######## block 1 ########
`src/rtl/div_sequencer.sv`:
```
// div_sequencer: restoring divider with pipeline stall, one quotient bit per cycle; DIV_SIGNED_EN selects signed operands
module div_sequencer #(
  parameter int WIDTH = 32
) (
  input  logic             clk,
  input  logic             rst,
  input  logic             start,
  input  logic             flush,
  input  logic [WIDTH-1:0] dividend,
  input  logic [WIDTH-1:0] divisor,
  output logic             stall,
  output logic             busy,
  output logic             done,
  output logic [WIDTH-1:0] quotient,
  output logic [WIDTH-1:0] remainder,
  output logic             div_by_zero
);
  localparam int CW = $clog2(WIDTH);
  localparam logic [1:0] IDLE = 2'd0;
  localparam logic [1:0] RUN  = 2'd1;
  localparam logic [1:0] DONE = 2'd2;
  logic [1:0] state;
  logic [CW-1:0] cnt;
  logic [WIDTH-1:0] partRem, work, dvs, magA, magB, nextRem, nextQuo, resQ, resR;
  logic [WIDTH:0] shifted, diff;
  logic accept, lastStep, zeroDiv, ge;
  assign busy = state == RUN;
  assign done = state == DONE;
  assign accept = state == IDLE && start && !flush;
  assign stall = !rst && (accept || busy);
  assign zeroDiv = divisor == '0;
  assign lastStep = cnt == CW'(WIDTH - 1);
  // Sign bit of the WIDTH+1-bit difference is the borrow: clear means partRem >= divisor.
  assign shifted = {partRem, work[WIDTH-1]};
  assign diff = shifted - {1'b0, dvs};
  assign ge = !diff[WIDTH];
  assign nextRem = ge ? diff[WIDTH-1:0] : shifted[WIDTH-1:0];
  assign nextQuo = {work[WIDTH-2:0], ge};
`ifdef DIV_SIGNED_EN
  logic negQ, negR;
  assign magA = dividend[WIDTH-1] ? -dividend : dividend;
  assign magB = divisor[WIDTH-1] ? -divisor : divisor;
  assign resQ = negQ ? -nextQuo : nextQuo;
  assign resR = negR ? -nextRem : nextRem;
  always_ff @(posedge clk or posedge rst)
    if (rst) {negQ, negR} <= '0;
    else if (accept) {negQ, negR} <= {dividend[WIDTH-1] ^ divisor[WIDTH-1], dividend[WIDTH-1]};
`else
  assign magA = dividend;
  assign magB = divisor;
  assign resQ = nextQuo;
  assign resR = nextRem;
`endif
  always_ff @(posedge clk or posedge rst)
    if (rst) begin
      state <= IDLE;
      cnt <= '0;
      partRem <= '0;
      work <= '0;
      dvs <= '0;
      quotient <= '0;
      remainder <= '0;
      div_by_zero <= 1'b0;
    end else if (accept) begin
      cnt <= '0;
      partRem <= '0;
      work <= magA;
      dvs <= magB;
      state <= zeroDiv ? DONE : RUN;
      div_by_zero <= zeroDiv;
      if (zeroDiv) begin
        quotient <= '1;
        remainder <= dividend;
      end
    end else if (busy) begin
      if (flush) state <= IDLE;
      else begin
        cnt <= cnt + CW'(1);
        partRem <= nextRem;
        work <= nextQuo;
        if (lastStep) begin
          state <= DONE;
          quotient <= resQ;
          remainder <= resR;
        end
      end
    end else if (done) state <= IDLE;
endmodule

```
`config.mk`:
```
export PLATFORM = sky130hd
export DESIGN_NAME = div_sequencer
export DESIGN_NICKNAME = d
export VERILOG_FILES = /design/src/rtl/div_sequencer.sv
export SDC_FILE = /design/constraint.sdc
export NUM_CORES = 1
export LEC_CHECK = 0
export CAP_MARGIN = 20
export CORE_MARGIN = 1
export CORE_UTILIZATION = 38
export CTS_BUF_LIST = sky130_fd_sc_hd__clkbuf_4
export CTS_CLUSTER_DIAMETER = 100
export DETAILED_ROUTE_END_ITERATION = 6
export GPL_TIMING_DRIVEN = 0
export PLACE_DENSITY_LB_ADDON = 0.15
export SYNTH_ARGS = -nofsm -noshare
export SYNTH_HDL_FRONTEND = slang
export SYNTH_SLANG_ARGS = --single-unit
```
`constraint.sdc`:
```
create_clock -name clk -period 10.8 [get_ports clk]
set_clock_uncertainty 0.1 [all_clocks]
set_input_delay 3.24 -clock clk [delete_from_list [all_inputs] [get_ports clk]]
set_output_delay 3.24 -clock clk [all_outputs]
set_load 0.02 [all_outputs]
```
######## block 2 ########
==> src/rtl/noc_pkg.sv <==
// Shared definitions for the mesh traffic generator:
// flit field positions, TYPE/mode encodings, FSM states.
package noc_pkg;

  localparam int NUM_NODES = 9;
  localparam int FLIT_W    = 40;

  localparam int SRC_HI  = 39;
  localparam int SRC_LO  = 36;
  localparam int DST_HI  = 35;
  localparam int DST_LO  = 32;
  localparam int TIME_HI = 31;
  localparam int TIME_LO = 22;
  localparam int DATA_HI = 21;
  localparam int DATA_LO = 2;
  localparam int TYPE_HI = 1;
  localparam int TYPE_LO = 0;

  typedef enum logic [1:0] {
    TYPE_NORMAL = 2'b00,
    TYPE_DEBUG  = 2'b01
  } pkt_type_e;

  typedef enum logic [3:0] {
    MODE_SEQ = 4'b0000,
    MODE_REV = 4'b0001
  } gen_mode_e;

  typedef enum logic [2:0] {
    ST_IDLE,
    ST_SELECT,
    ST_SEND,
    ST_GAP,
    ST_DONE
  } gen_state_e;

  function automatic logic [3:0] next_idx(
    input logic [3:0] i
  );
    if (int'(i) >= NUM_NODES - 1) return 4'd0;
    return i + 4'd1;
  endfunction

endpackage

==> src/rtl/noc_lfsr16.sv <==
// 16-bit Fibonacci LFSR (x^16+x^14+x^13+x^11+1), one step per step_i.
// Ports: clk, rst_n (async, active-low), step_i, lfsr_o (current state).
module noc_lfsr16 #(
  parameter logic [15:0] SEED = 16'hACE1
) (
  input  logic        clk,
  input  logic        rst_n,
  input  logic        step_i,
  output logic [15:0] lfsr_o
);

  logic [15:0] lfsr_q;
  logic [15:0] lfsr_d;
  logic        fb;

  // Right-shifting form: taps 16,14,13,11 sit at bits 0,2,3,5.
  always_comb begin
    fb     = lfsr_q[0] ^ lfsr_q[2] ^ lfsr_q[3] ^ lfsr_q[5];
    lfsr_d = step_i ? {fb, lfsr_q[15:1]} : lfsr_q;
  end

  always_ff @(posedge clk or negedge rst_n) begin
    if (!rst_n) lfsr_q <= SEED;
    else        lfsr_q <= lfsr_d;
  end

  assign lfsr_o = lfsr_q;

endmodule

==> src/rtl/noc_packet_gen.sv <==
// Per-node packet source feeding the router local port.
// Ports: task controls in, out_flit/out_valid/out_ready handshake,
// task_send_finish_flag and sent_count status out.
module noc_packet_gen
  import noc_pkg::*;
#(
  parameter int          NODE_ID   = 0,
  parameter logic [15:0] LFSR_SEED = 16'hACE1
) (
  input  logic              clk,
  input  logic              rst_n,
  input  logic              enable,
  input  logic              dbg_mode,
  input  logic [3:0]        send_num,
  input  logic [3:0]        rate,
  input  logic [35:0]       dst_seq,
  input  logic [3:0]        mode,
  input  logic              flush,
  input  logic [9:0]        cur_time,
  output logic [FLIT_W-1:0] out_flit,
  output logic              out_valid,
  input  logic              out_ready,
  output logic              task_send_finish_flag,
  output logic [3:0]        sent_count
);

  localparam logic [3:0] NODE    = 4'(NODE_ID);
  localparam logic [3:0] REV_DST = 4'(8 - NODE_ID);

  gen_state_e        state_q, state_d;
  logic              en_q;
  logic [FLIT_W-1:0] flit_q, flit_d;
  logic              valid_q, valid_d;
  logic              flag_q, flag_d;
  logic [3:0]        sent_q, sent_d;
  logic [3:0]        idx_q, idx_d;
  logic [3:0]        scan_q, scan_d;
  logic [3:0]        gap_q, gap_d;

  logic [15:0]       lfsr;
  logic              lfsr_step;
  logic [5:0]        ent_hi;
  logic [3:0]        entry;
  logic              rev;
  logic              pick_ok;
  logic              xfer;
  logic              last;
  logic              gap_end;
  logic [FLIT_W-1:0] pkt;

  noc_lfsr16 #(
    .SEED(LFSR_SEED)
  ) u_lfsr (
    .clk   (clk),
    .rst_n (rst_n),
    .step_i(lfsr_step),
    .lfsr_o(lfsr)
  );

  always_comb begin
    ent_hi  = 6'd35 - {idx_q, 2'b00};
    entry   = dst_seq[ent_hi -: 4];
    rev     = (mode == MODE_REV);
    // Reverse mode has one fixed target; node 4 maps onto itself.
    pick_ok = rev ? (REV_DST != NODE)
                  : (entry <= 4'd8 && entry != NODE);
    xfer    = valid_q & out_ready;
    last    = (sent_q + 4'd1 == send_num);
    gap_end = ({1'b0, gap_q} + 5'd1 >= {1'b0, rate});
  end

  always_comb begin
    pkt = '0;
    pkt[SRC_HI:SRC_LO]   = NODE;
    pkt[DST_HI:DST_LO]   = rev ? REV_DST : entry;
    pkt[TIME_HI:TIME_LO] = cur_time;
    pkt[DATA_HI:DATA_LO] = dbg_mode ? {16'h0, sent_q}
                                    : {4'h0, lfsr};
    pkt[TYPE_HI:TYPE_LO] = dbg_mode ? TYPE_DEBUG
                                    : TYPE_NORMAL;
  end

  always_ff @(posedge clk or negedge rst_n) begin
    if (!rst_n) state_q <= ST_IDLE;
    else        state_q <= state_d;
  end

  always_comb begin
    state_d = state_q;
    if (flush) begin
      state_d = ST_IDLE;
    end else begin
      unique case (state_q)
        ST_IDLE: begin
          if (en_q)
            state_d = (send_num == 4'd0) ? ST_DONE
                                         : ST_SELECT;
        end
        ST_SELECT: begin
          if (pick_ok)               state_d = ST_SEND;
          else if (rev)              state_d = ST_DONE;
          else if (scan_q == 4'd8)   state_d = ST_DONE;
        end
        ST_SEND: begin
          if (xfer) begin
            if (last)              state_d = ST_DONE;
            else if (rate == 4'd0) state_d = ST_SELECT;
            else                   state_d = ST_GAP;
          end
        end
        ST_GAP: begin
          if (gap_end) state_d = ST_SELECT;
        end
        ST_DONE: state_d = ST_DONE;
        default: state_d = ST_IDLE;
      endcase
    end
  end

  always_comb begin
    flit_d    = flit_q;
    valid_d   = valid_q;
    flag_d    = flag_q;
    sent_d    = sent_q;
    idx_d     = idx_q;
    scan_d    = scan_q;
    gap_d     = gap_q;
    lfsr_step = 1'b0;
    if (flush) begin
      valid_d = 1'b0;
      flag_d  = 1'b0;
      sent_d  = 4'd0;
      idx_d   = 4'd0;
      scan_d  = 4'd0;
      gap_d   = 4'd0;
    end else begin
      unique case (state_q)
        ST_IDLE: begin
          scan_d = 4'd0;
          gap_d  = 4'd0;
          if (state_d == ST_DONE) flag_d = 1'b1;
        end
        ST_SELECT: begin
          if (state_d == ST_SEND) begin
            flit_d  = pkt;
            valid_d = 1'b1;
            scan_d  = 4'd0;
          end else if (state_d == ST_DONE) begin
            flag_d = 1'b1;
          end else begin
            idx_d  = next_idx(idx_q);
            scan_d = scan_q + 4'd1;
          end
        end
        ST_SEND: begin
          if (xfer) begin
            valid_d   = 1'b0;
            sent_d    = sent_q + 4'd1;
            idx_d     = next_idx(idx_q);
            gap_d     = 4'd0;
            lfsr_step = 1'b1;
            if (last) flag_d = 1'b1;
          end
        end
        ST_GAP:  gap_d  = gap_q + 4'd1;
        ST_DONE: flag_d = 1'b1;
        default: valid_d = 1'b0;
      endcase
    end
  end

  // enable is registered, so IDLE acts on it one edge later.
  always_ff @(posedge clk or negedge rst_n) begin
    if (!rst_n) begin
      en_q    <= 1'b0;
      flit_q  <= '0;
      valid_q <= 1'b0;
      flag_q  <= 1'b0;
      sent_q  <= 4'd0;
      idx_q   <= 4'd0;
      scan_q  <= 4'd0;
      gap_q   <= 4'd0;
    end else begin
      en_q    <= enable;
      flit_q  <= flit_d;
      valid_q <= valid_d;
      flag_q  <= flag_d;
      sent_q  <= sent_d;
      idx_q   <= idx_d;
      scan_q  <= scan_d;
      gap_q   <= gap_d;
    end
  end

  assign out_flit              = flit_q;
  assign out_valid             = valid_q;
  assign task_send_finish_flag = flag_q;
  assign sent_count            = sent_q;

endmodule
==> config.mk <==
export PLATFORM = sky130hd
export DESIGN_NAME = noc_packet_gen
export DESIGN_NICKNAME = d
export VERILOG_FILES = /design/src/rtl/noc_pkg.sv /design/src/rtl/noc_lfsr16.sv /design/src/rtl/noc_packet_gen.sv
export SDC_FILE = /design/constraint.sdc
export NUM_CORES = 1
export LEC_CHECK = 0
export ABC_AREA = 1
export CORE_AREA = 3 3 116 107
export CTS_CLUSTER_DIAMETER = 30
export DETAILED_ROUTE_END_ITERATION = 16
export DIE_AREA = 0 0 119 110
export GPL_TIMING_DRIVEN = 0
export PLACE_DENSITY_LB_ADDON = 0.3
export SYNTH_ARGS = -nofsm -noshare
export SYNTH_HDL_FRONTEND = slang
export SYNTH_SLANG_ARGS = --single-unit
==> constraint.sdc <==
create_clock -name clk -period 3.25 [get_ports clk]
set_input_delay 0.65 -clock clk [delete_from_list [all_inputs] [get_ports clk]]
set_output_delay 0.65 -clock clk [all_outputs]
set_load 0.03 [all_outputs]
######## block 3 ########
<file path="config.mk">
export PLATFORM = sky130hd
export DESIGN_NAME = bit_shift_sequencer
export DESIGN_NICKNAME = d
export VERILOG_FILES = /design/src/rtl/bit_shift_sequencer.sv
export SDC_FILE = /design/constraint.sdc
export NUM_CORES = 1
export LEC_CHECK = 0
export CAP_MARGIN = 20
export CORE_ASPECT_RATIO = 0.7
export CORE_MARGIN = 1.5
export CORE_UTILIZATION = 35
export DETAILED_ROUTE_END_ITERATION = 7
export GPL_TIMING_DRIVEN = 0
export SYNTH_ARGS = -nofsm -noshare
export SYNTH_HDL_FRONTEND = slang
export SYNTH_SLANG_ARGS = --single-unit
</file>
<file path="constraint.sdc">
create_clock -name clk -period 1.9 [get_ports clk]
set_clock_uncertainty 0.15 [all_clocks]
set_input_delay 0.285 -clock clk [delete_from_list [all_inputs] [get_ports clk]]
set_output_delay 0.285 -clock clk [all_outputs]
set_load 0.01 [all_outputs]
</file>
<file path="src/rtl/bit_shift_sequencer.sv">
// rtl/bit_shift_sequencer.sv - steps a latched pattern through shift positions 0..3 with a dwell per step
module bit_shift_sequencer #(
  parameter int DWELL_CYCLES = 100_000_000,
  parameter int CNT_W        = 27
) (
  input  logic       clk,
  input  logic       rst,
  input  logic       start,
  input  logic       stop,
  input  logic       loop_en,
  input  logic [4:0] pattern_in,
  input  logic [7:0] shifted_data,
  output logic [4:0] num_of_ones,
  output logic [1:0] shift_by_n_pos,
  output logic [7:0] data_out,
  output logic       data_valid,
  output logic       busy,
  output logic       done
);

  localparam logic [1:0] S_IDLE   = 2'd0;
  localparam logic [1:0] S_SAMPLE = 2'd1;
  localparam logic [1:0] S_DWELL  = 2'd2;
  localparam logic [1:0] S_DONE   = 2'd3;

  localparam logic [CNT_W-1:0] DWELL_LAST = CNT_W'(DWELL_CYCLES - 1);

  logic [1:0]       state_q, state_d;
  logic [4:0]       ones_q, ones_d;
  logic [1:0]       pos_q, pos_d;
  logic [7:0]       data_q, data_d;
  logic [CNT_W-1:0] cnt_q, cnt_d;
  logic             loop_q, loop_d;
  logic             valid_q, valid_d;
  logic             busy_q, busy_d;
  logic             done_q, done_d;

  always_comb begin
    state_d = state_q;
    ones_d  = ones_q;
    pos_d   = pos_q;
    data_d  = data_q;
    cnt_d   = cnt_q;
    loop_d  = loop_q;
    valid_d = 1'b0;
    done_d  = 1'b0;
    case (state_q)
      S_IDLE: begin
        if (start && !stop) begin
          ones_d  = pattern_in;
          loop_d  = loop_en;
          pos_d   = 2'd0;
          state_d = S_SAMPLE;
        end
      end
      S_SAMPLE: begin
        // A stop arriving on the sample edge also cancels the capture.
        if (stop) begin
          state_d = S_IDLE;
        end else begin
          data_d  = shifted_data;
          valid_d = 1'b1;
          cnt_d   = '0;
          state_d = S_DWELL;
        end
      end
      S_DWELL: begin
        if (stop) begin
          state_d = S_IDLE;
        end else if (cnt_q == DWELL_LAST) begin
          if (pos_q != 2'd3 || loop_q) begin
            pos_d   = pos_q + 2'd1;
            state_d = S_SAMPLE;
          end else begin
            state_d = S_DONE;
          end
        end else begin
          cnt_d = cnt_q + 1'b1;
        end
      end
      default: begin
        done_d  = 1'b1;
        state_d = S_IDLE;
      end
    endcase
    busy_d = (state_d == S_SAMPLE) || (state_d == S_DWELL);
  end

  always_ff @(posedge clk or posedge rst) begin
    if (rst) begin
      state_q <= S_IDLE;
      ones_q  <= '0;
      pos_q   <= '0;
      data_q  <= '0;
      cnt_q   <= '0;
      loop_q  <= 1'b0;
      valid_q <= 1'b0;
      busy_q  <= 1'b0;
      done_q  <= 1'b0;
    end else begin
      state_q <= state_d;
      ones_q  <= ones_d;
      pos_q   <= pos_d;
      data_q  <= data_d;
      cnt_q   <= cnt_d;
      loop_q  <= loop_d;
      valid_q <= valid_d;
      busy_q  <= busy_d;
      done_q  <= done_d;
    end
  end

  assign num_of_ones    = ones_q;
  assign shift_by_n_pos = pos_q;
  assign data_out       = data_q;
  assign data_valid     = valid_q;
  assign busy           = busy_q;
  assign done           = done_q;

endmodule

</file>
Fig. 1: block 1, the metal 2 layer
(2 px per um)
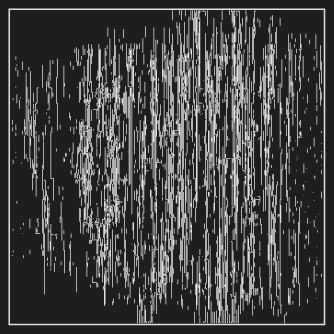
main direction: vertical
longest straight run: 82.6 um
wire length on this layer: 12,700 um

Fig. 2: block 1, nets reached from selected ports
(2 px per um)
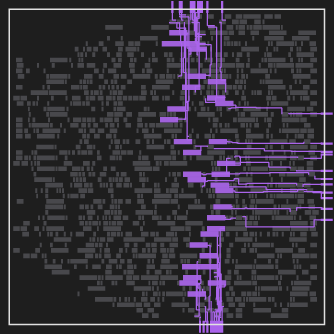
legend:
  `remainder`:
    colour: purple
    bits: 32
    direction: output
    end_cells: 32
    wire: 1,470 um
PortBufs: 135
# IOs: 136

==> metrics.cfg, block 1 <==
[finish]
combGateArea_um2 = 4507
nets = 1302
area_share_clock_buf_inv_pct = 2.831
num-clock-buffers = 17

[power]
powerClk_mw = 0.415
pwr-share-comb_pct = 54.0

[clock_network]
cts_tree = built
cts_buffers = 17

[floorplanning]
fp_util_pct = 38.85

[flow_run]
log.warning_count = 30

[route]
ant_nets = 0
routed.top_layer = met4

[status]
outcome = completed

[critical_path]
r2r_cells = 13
cp_max_fo = 10

[synthesis]
ys_seq_share_pct = 46.10

[global_route]
grt_busiest_layer = met2

[worst_hold_path]
holdCritStartpoint = quotient[24]

[block 1: metrics by stage]
stage / std cells / cell area, um^2 / worst slack, ps / total power [mW] / util (%)
finish: 1528 / 11230 / 1991 / 2.941 / 47.83
global route: 1528 / 11230 / 1907 / 3.169 / 47.83
CTS: 1527 / 11220 / 2016 / 2.930 / 47.81
detailed placement: 1496 / 10910 / 2026 / 2.509 / 46.46
global placement: 1495 / 10870 / 441.0 / 2.491 / 46.31
floorplan: 1041 / 9120 / 2913 / 2.069 / -
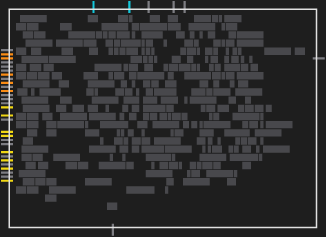
Fig. 3. I/O pins on the die edge (block 3).
(3 px per um) Pins as bars across the die edge, other pins in grey.
legend:
  `num_of_ones`:
    colour: orange
    pins: 5
    direction: output
    edge: left
  `shift_by_n_pos`:
    colour: cyan
    pins: 2
    direction: output
    edge: top
  `data_out`:
    colour: yellow
    pins: 8
    direction: output
    edge: left
all pins by edge: 29 left, 5 top, 1 bottom, 1 right

==> metrics.cfg, block 3 <==
[synthesis]
ys.flop_type = dfrtp_1
ys_cells = 224
edf_count = 0
syn_area_um2 = 2396
syn_avg_cell_area_um2 = 10.70
area_leaders = dfrtp_1, mux2_2, xor2_1
synth.most_common_cell = dfrtp_1
aoi_share_pct = 6.841
ys_top_logic_family = simple AND/OR/NAND/NOR gates

[route]
vias = 1884
drc = 0
routed.top_layer = met3
wl_um = 5451
post_drt_wl_per_cell_um = 14.31
vias_per_cell = 4.945

[critical_path]
max_stage_delay_ps = 360
start_kind = flip-flop
critPathKind = reg2reg
worst_setup_path_end_kind = flip-flop
crit_path_cell_trace = buf_6 -> or3b_1 -> buf_6 -> nor3_4 -> buf_4 -> nand3_2 -> xor2_1 -> nor2_1
cp.arrival_ps = 1960

[flow_run]
log.warning_count = 28
cap_violations = 0

[finish]
layout-drive-gt1-share_pct = 25.09
signal_buffers = 64
final_area_um2 = 3254
comb_share_pct = 37.83
sh_seq_area_pct = 37.02
inv_count = 6
final_cells = 381
nets = 306
diodes = 0

[worst_hold_path]
hold_class = in2async

[global_route]
met2_usage_pct = 22.37
track_usage_pct = 15.44
use_met1_pct = 22.20

[placed_design]
portBuffers = 35

[status]
failed_checks = setup timing
outcome = complete, but fails checks

[clock_network]
cts_root_buf = clkbuf_8
cts_sinks = 48
postCtsResizedCells = 8

[sta]
grt_setup_unrepaired = yes
finalCriticalPeriod_ps = 1923
fmax_mhz = 519.9
setup_viol = 3
setup_ws_ps = -23.30

[floorplanning]
num_rows = 25

-- block 3: power breakdown --
group,internal [mW],switching [mW]
logic,0.314,0.215
registers,1.13,0.0648
clock network,0.264,0.337
total,1.70,0.617
-- block 3: final timing paths --
kind / start / endpoint / slack [ps] / cells past startpoint
setup reg to reg: state_q[1] / cnt_q[9] / -20 / 8
min in group clk: cnt_q[22] / cnt_q[22] / 340 / 1
max in group asynchronous: rst / cnt_q[17] / 910 / 3
setup / recovery: state_q[1] / cnt_q[9] / -20 / 8
hold reg to reg: cnt_q[22] / cnt_q[22] / 340 / 1
hold / removal: rst / data_out[7] / 160 / 2
Fig. 4: block 2, metal layers overlaid
(3 px per um)
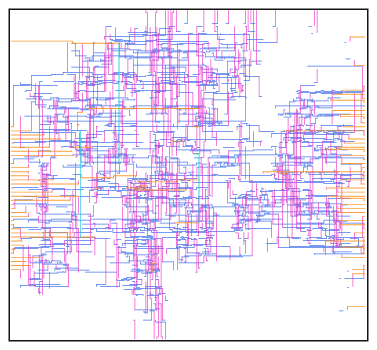
legend:
  metal 2:
    colour: magenta
    wire_length: 4,280 um
  metal 4:
    colour: cyan
    wire_length: 129 um
  metal 1:
    colour: blue
    wire_length: 4,740 um
  metal 3:
    colour: orange
    wire_length: 804 um

Fig. 5: block 2, I/O pins on the die edge
(2 px per um) Pins as bars across the die edge, other pins in grey.
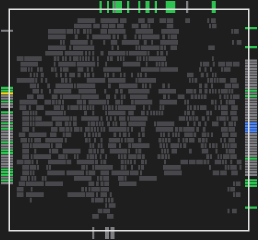
legend:
  `dbg_mode`:
    colour: yellow
    pins: 1
    direction: input
    edge: left
  `out_flit`:
    colour: green
    pins: 40
    direction: output
    edge: 18 top, 13 left, 9 right
  `mode`:
    colour: blue
    pins: 4
    direction: input
    edge: right
all pins by edge: 49 right, 36 left, 20 top, 5 bottom
PortBufs: 100
Die W: 119 um

==> metrics.cfg, block 2 <==
[finish]
nets = 737
lay_top_cells = nand2_1, clkdlybuf4s50_1, inv_1, dfrtp_1, nand3_1
largest_register_ffs = 31
final_cells = 824

[clock_network]
clockBufferDepth = 2
cts_buffers = 9

[power]
leakage_nw = 2.706
ir_drop_uv = 395.3

[sta]
slew-limit-headroom_pct = 41.76
finalCriticalPeriod_ps = 2837
setup_ws_ps = 412.6

[critical_path]
path_depth = 17
crit_start = idx_q[0]
worstReg2RegStart = idx_q[0]
r2r_cells = 17

[route]
drt-initial-drc-count = 167

[floorplanning]
io_pins = 110
core_um2 = 11340

[flow_run]
log.warning_count = 28

[placed_design]
hpwl_um = 7505

[synthesis]
ys_warn_count = 0
ys_area_um2 = 3950

[status]
outcome = completed

[global_route]
grt_pass1_vias = 3696

block 2: power by group:
group	switching, mW	leakage [nW]	internal [mW]	total, mW
Sequential	0.113	0.897	1.01	1.13
Combinational	1.18	1.65	0.715	1.89
Clock	0.386	0.157	0.682	1.07
block 2: per-layer routing:
layer | track usage [%] | up-vias | wire (um)
met2 | 24.93 | 115 | 4277
met5 | 0 | - | 0
met3 | 4.439 | 11 | 803
met4 | 5.045 | 0 | 128
met1 | 21.04 | 1687 | 4740
li1 | - | 1921 | -


==> layout pictures side by side <==
Routing congestion.
panel A
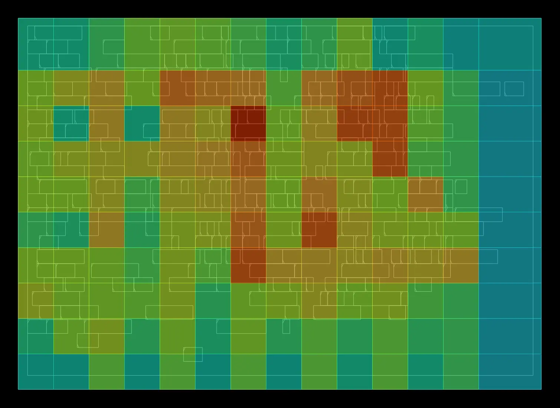
panel B
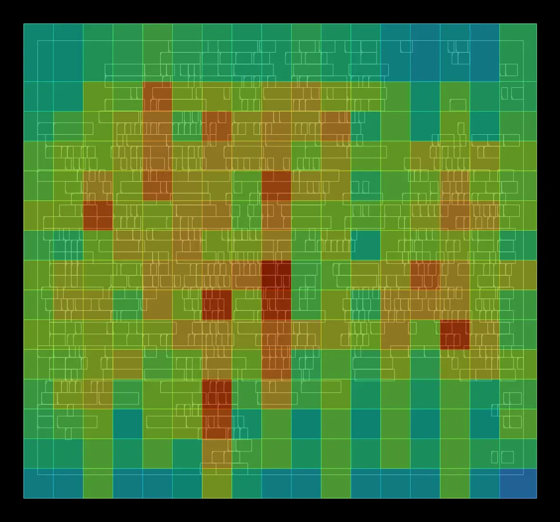
panel C
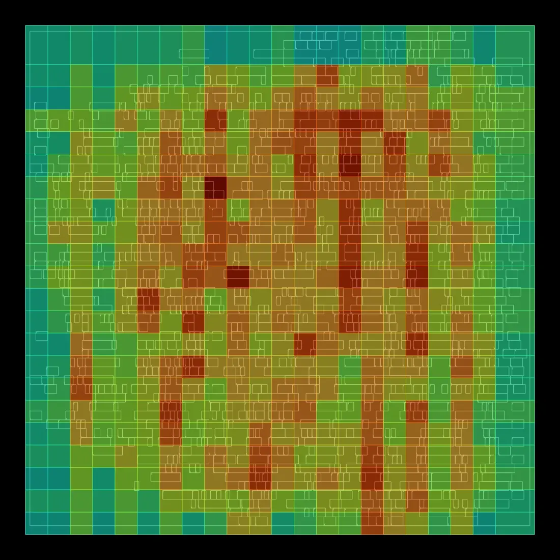
Panel A is block 3.
Panel C is block 1.
Panel B is block 2.
The one with the least wire per cell is panel B.

Power is estimated from default activity; no workload was simulated.
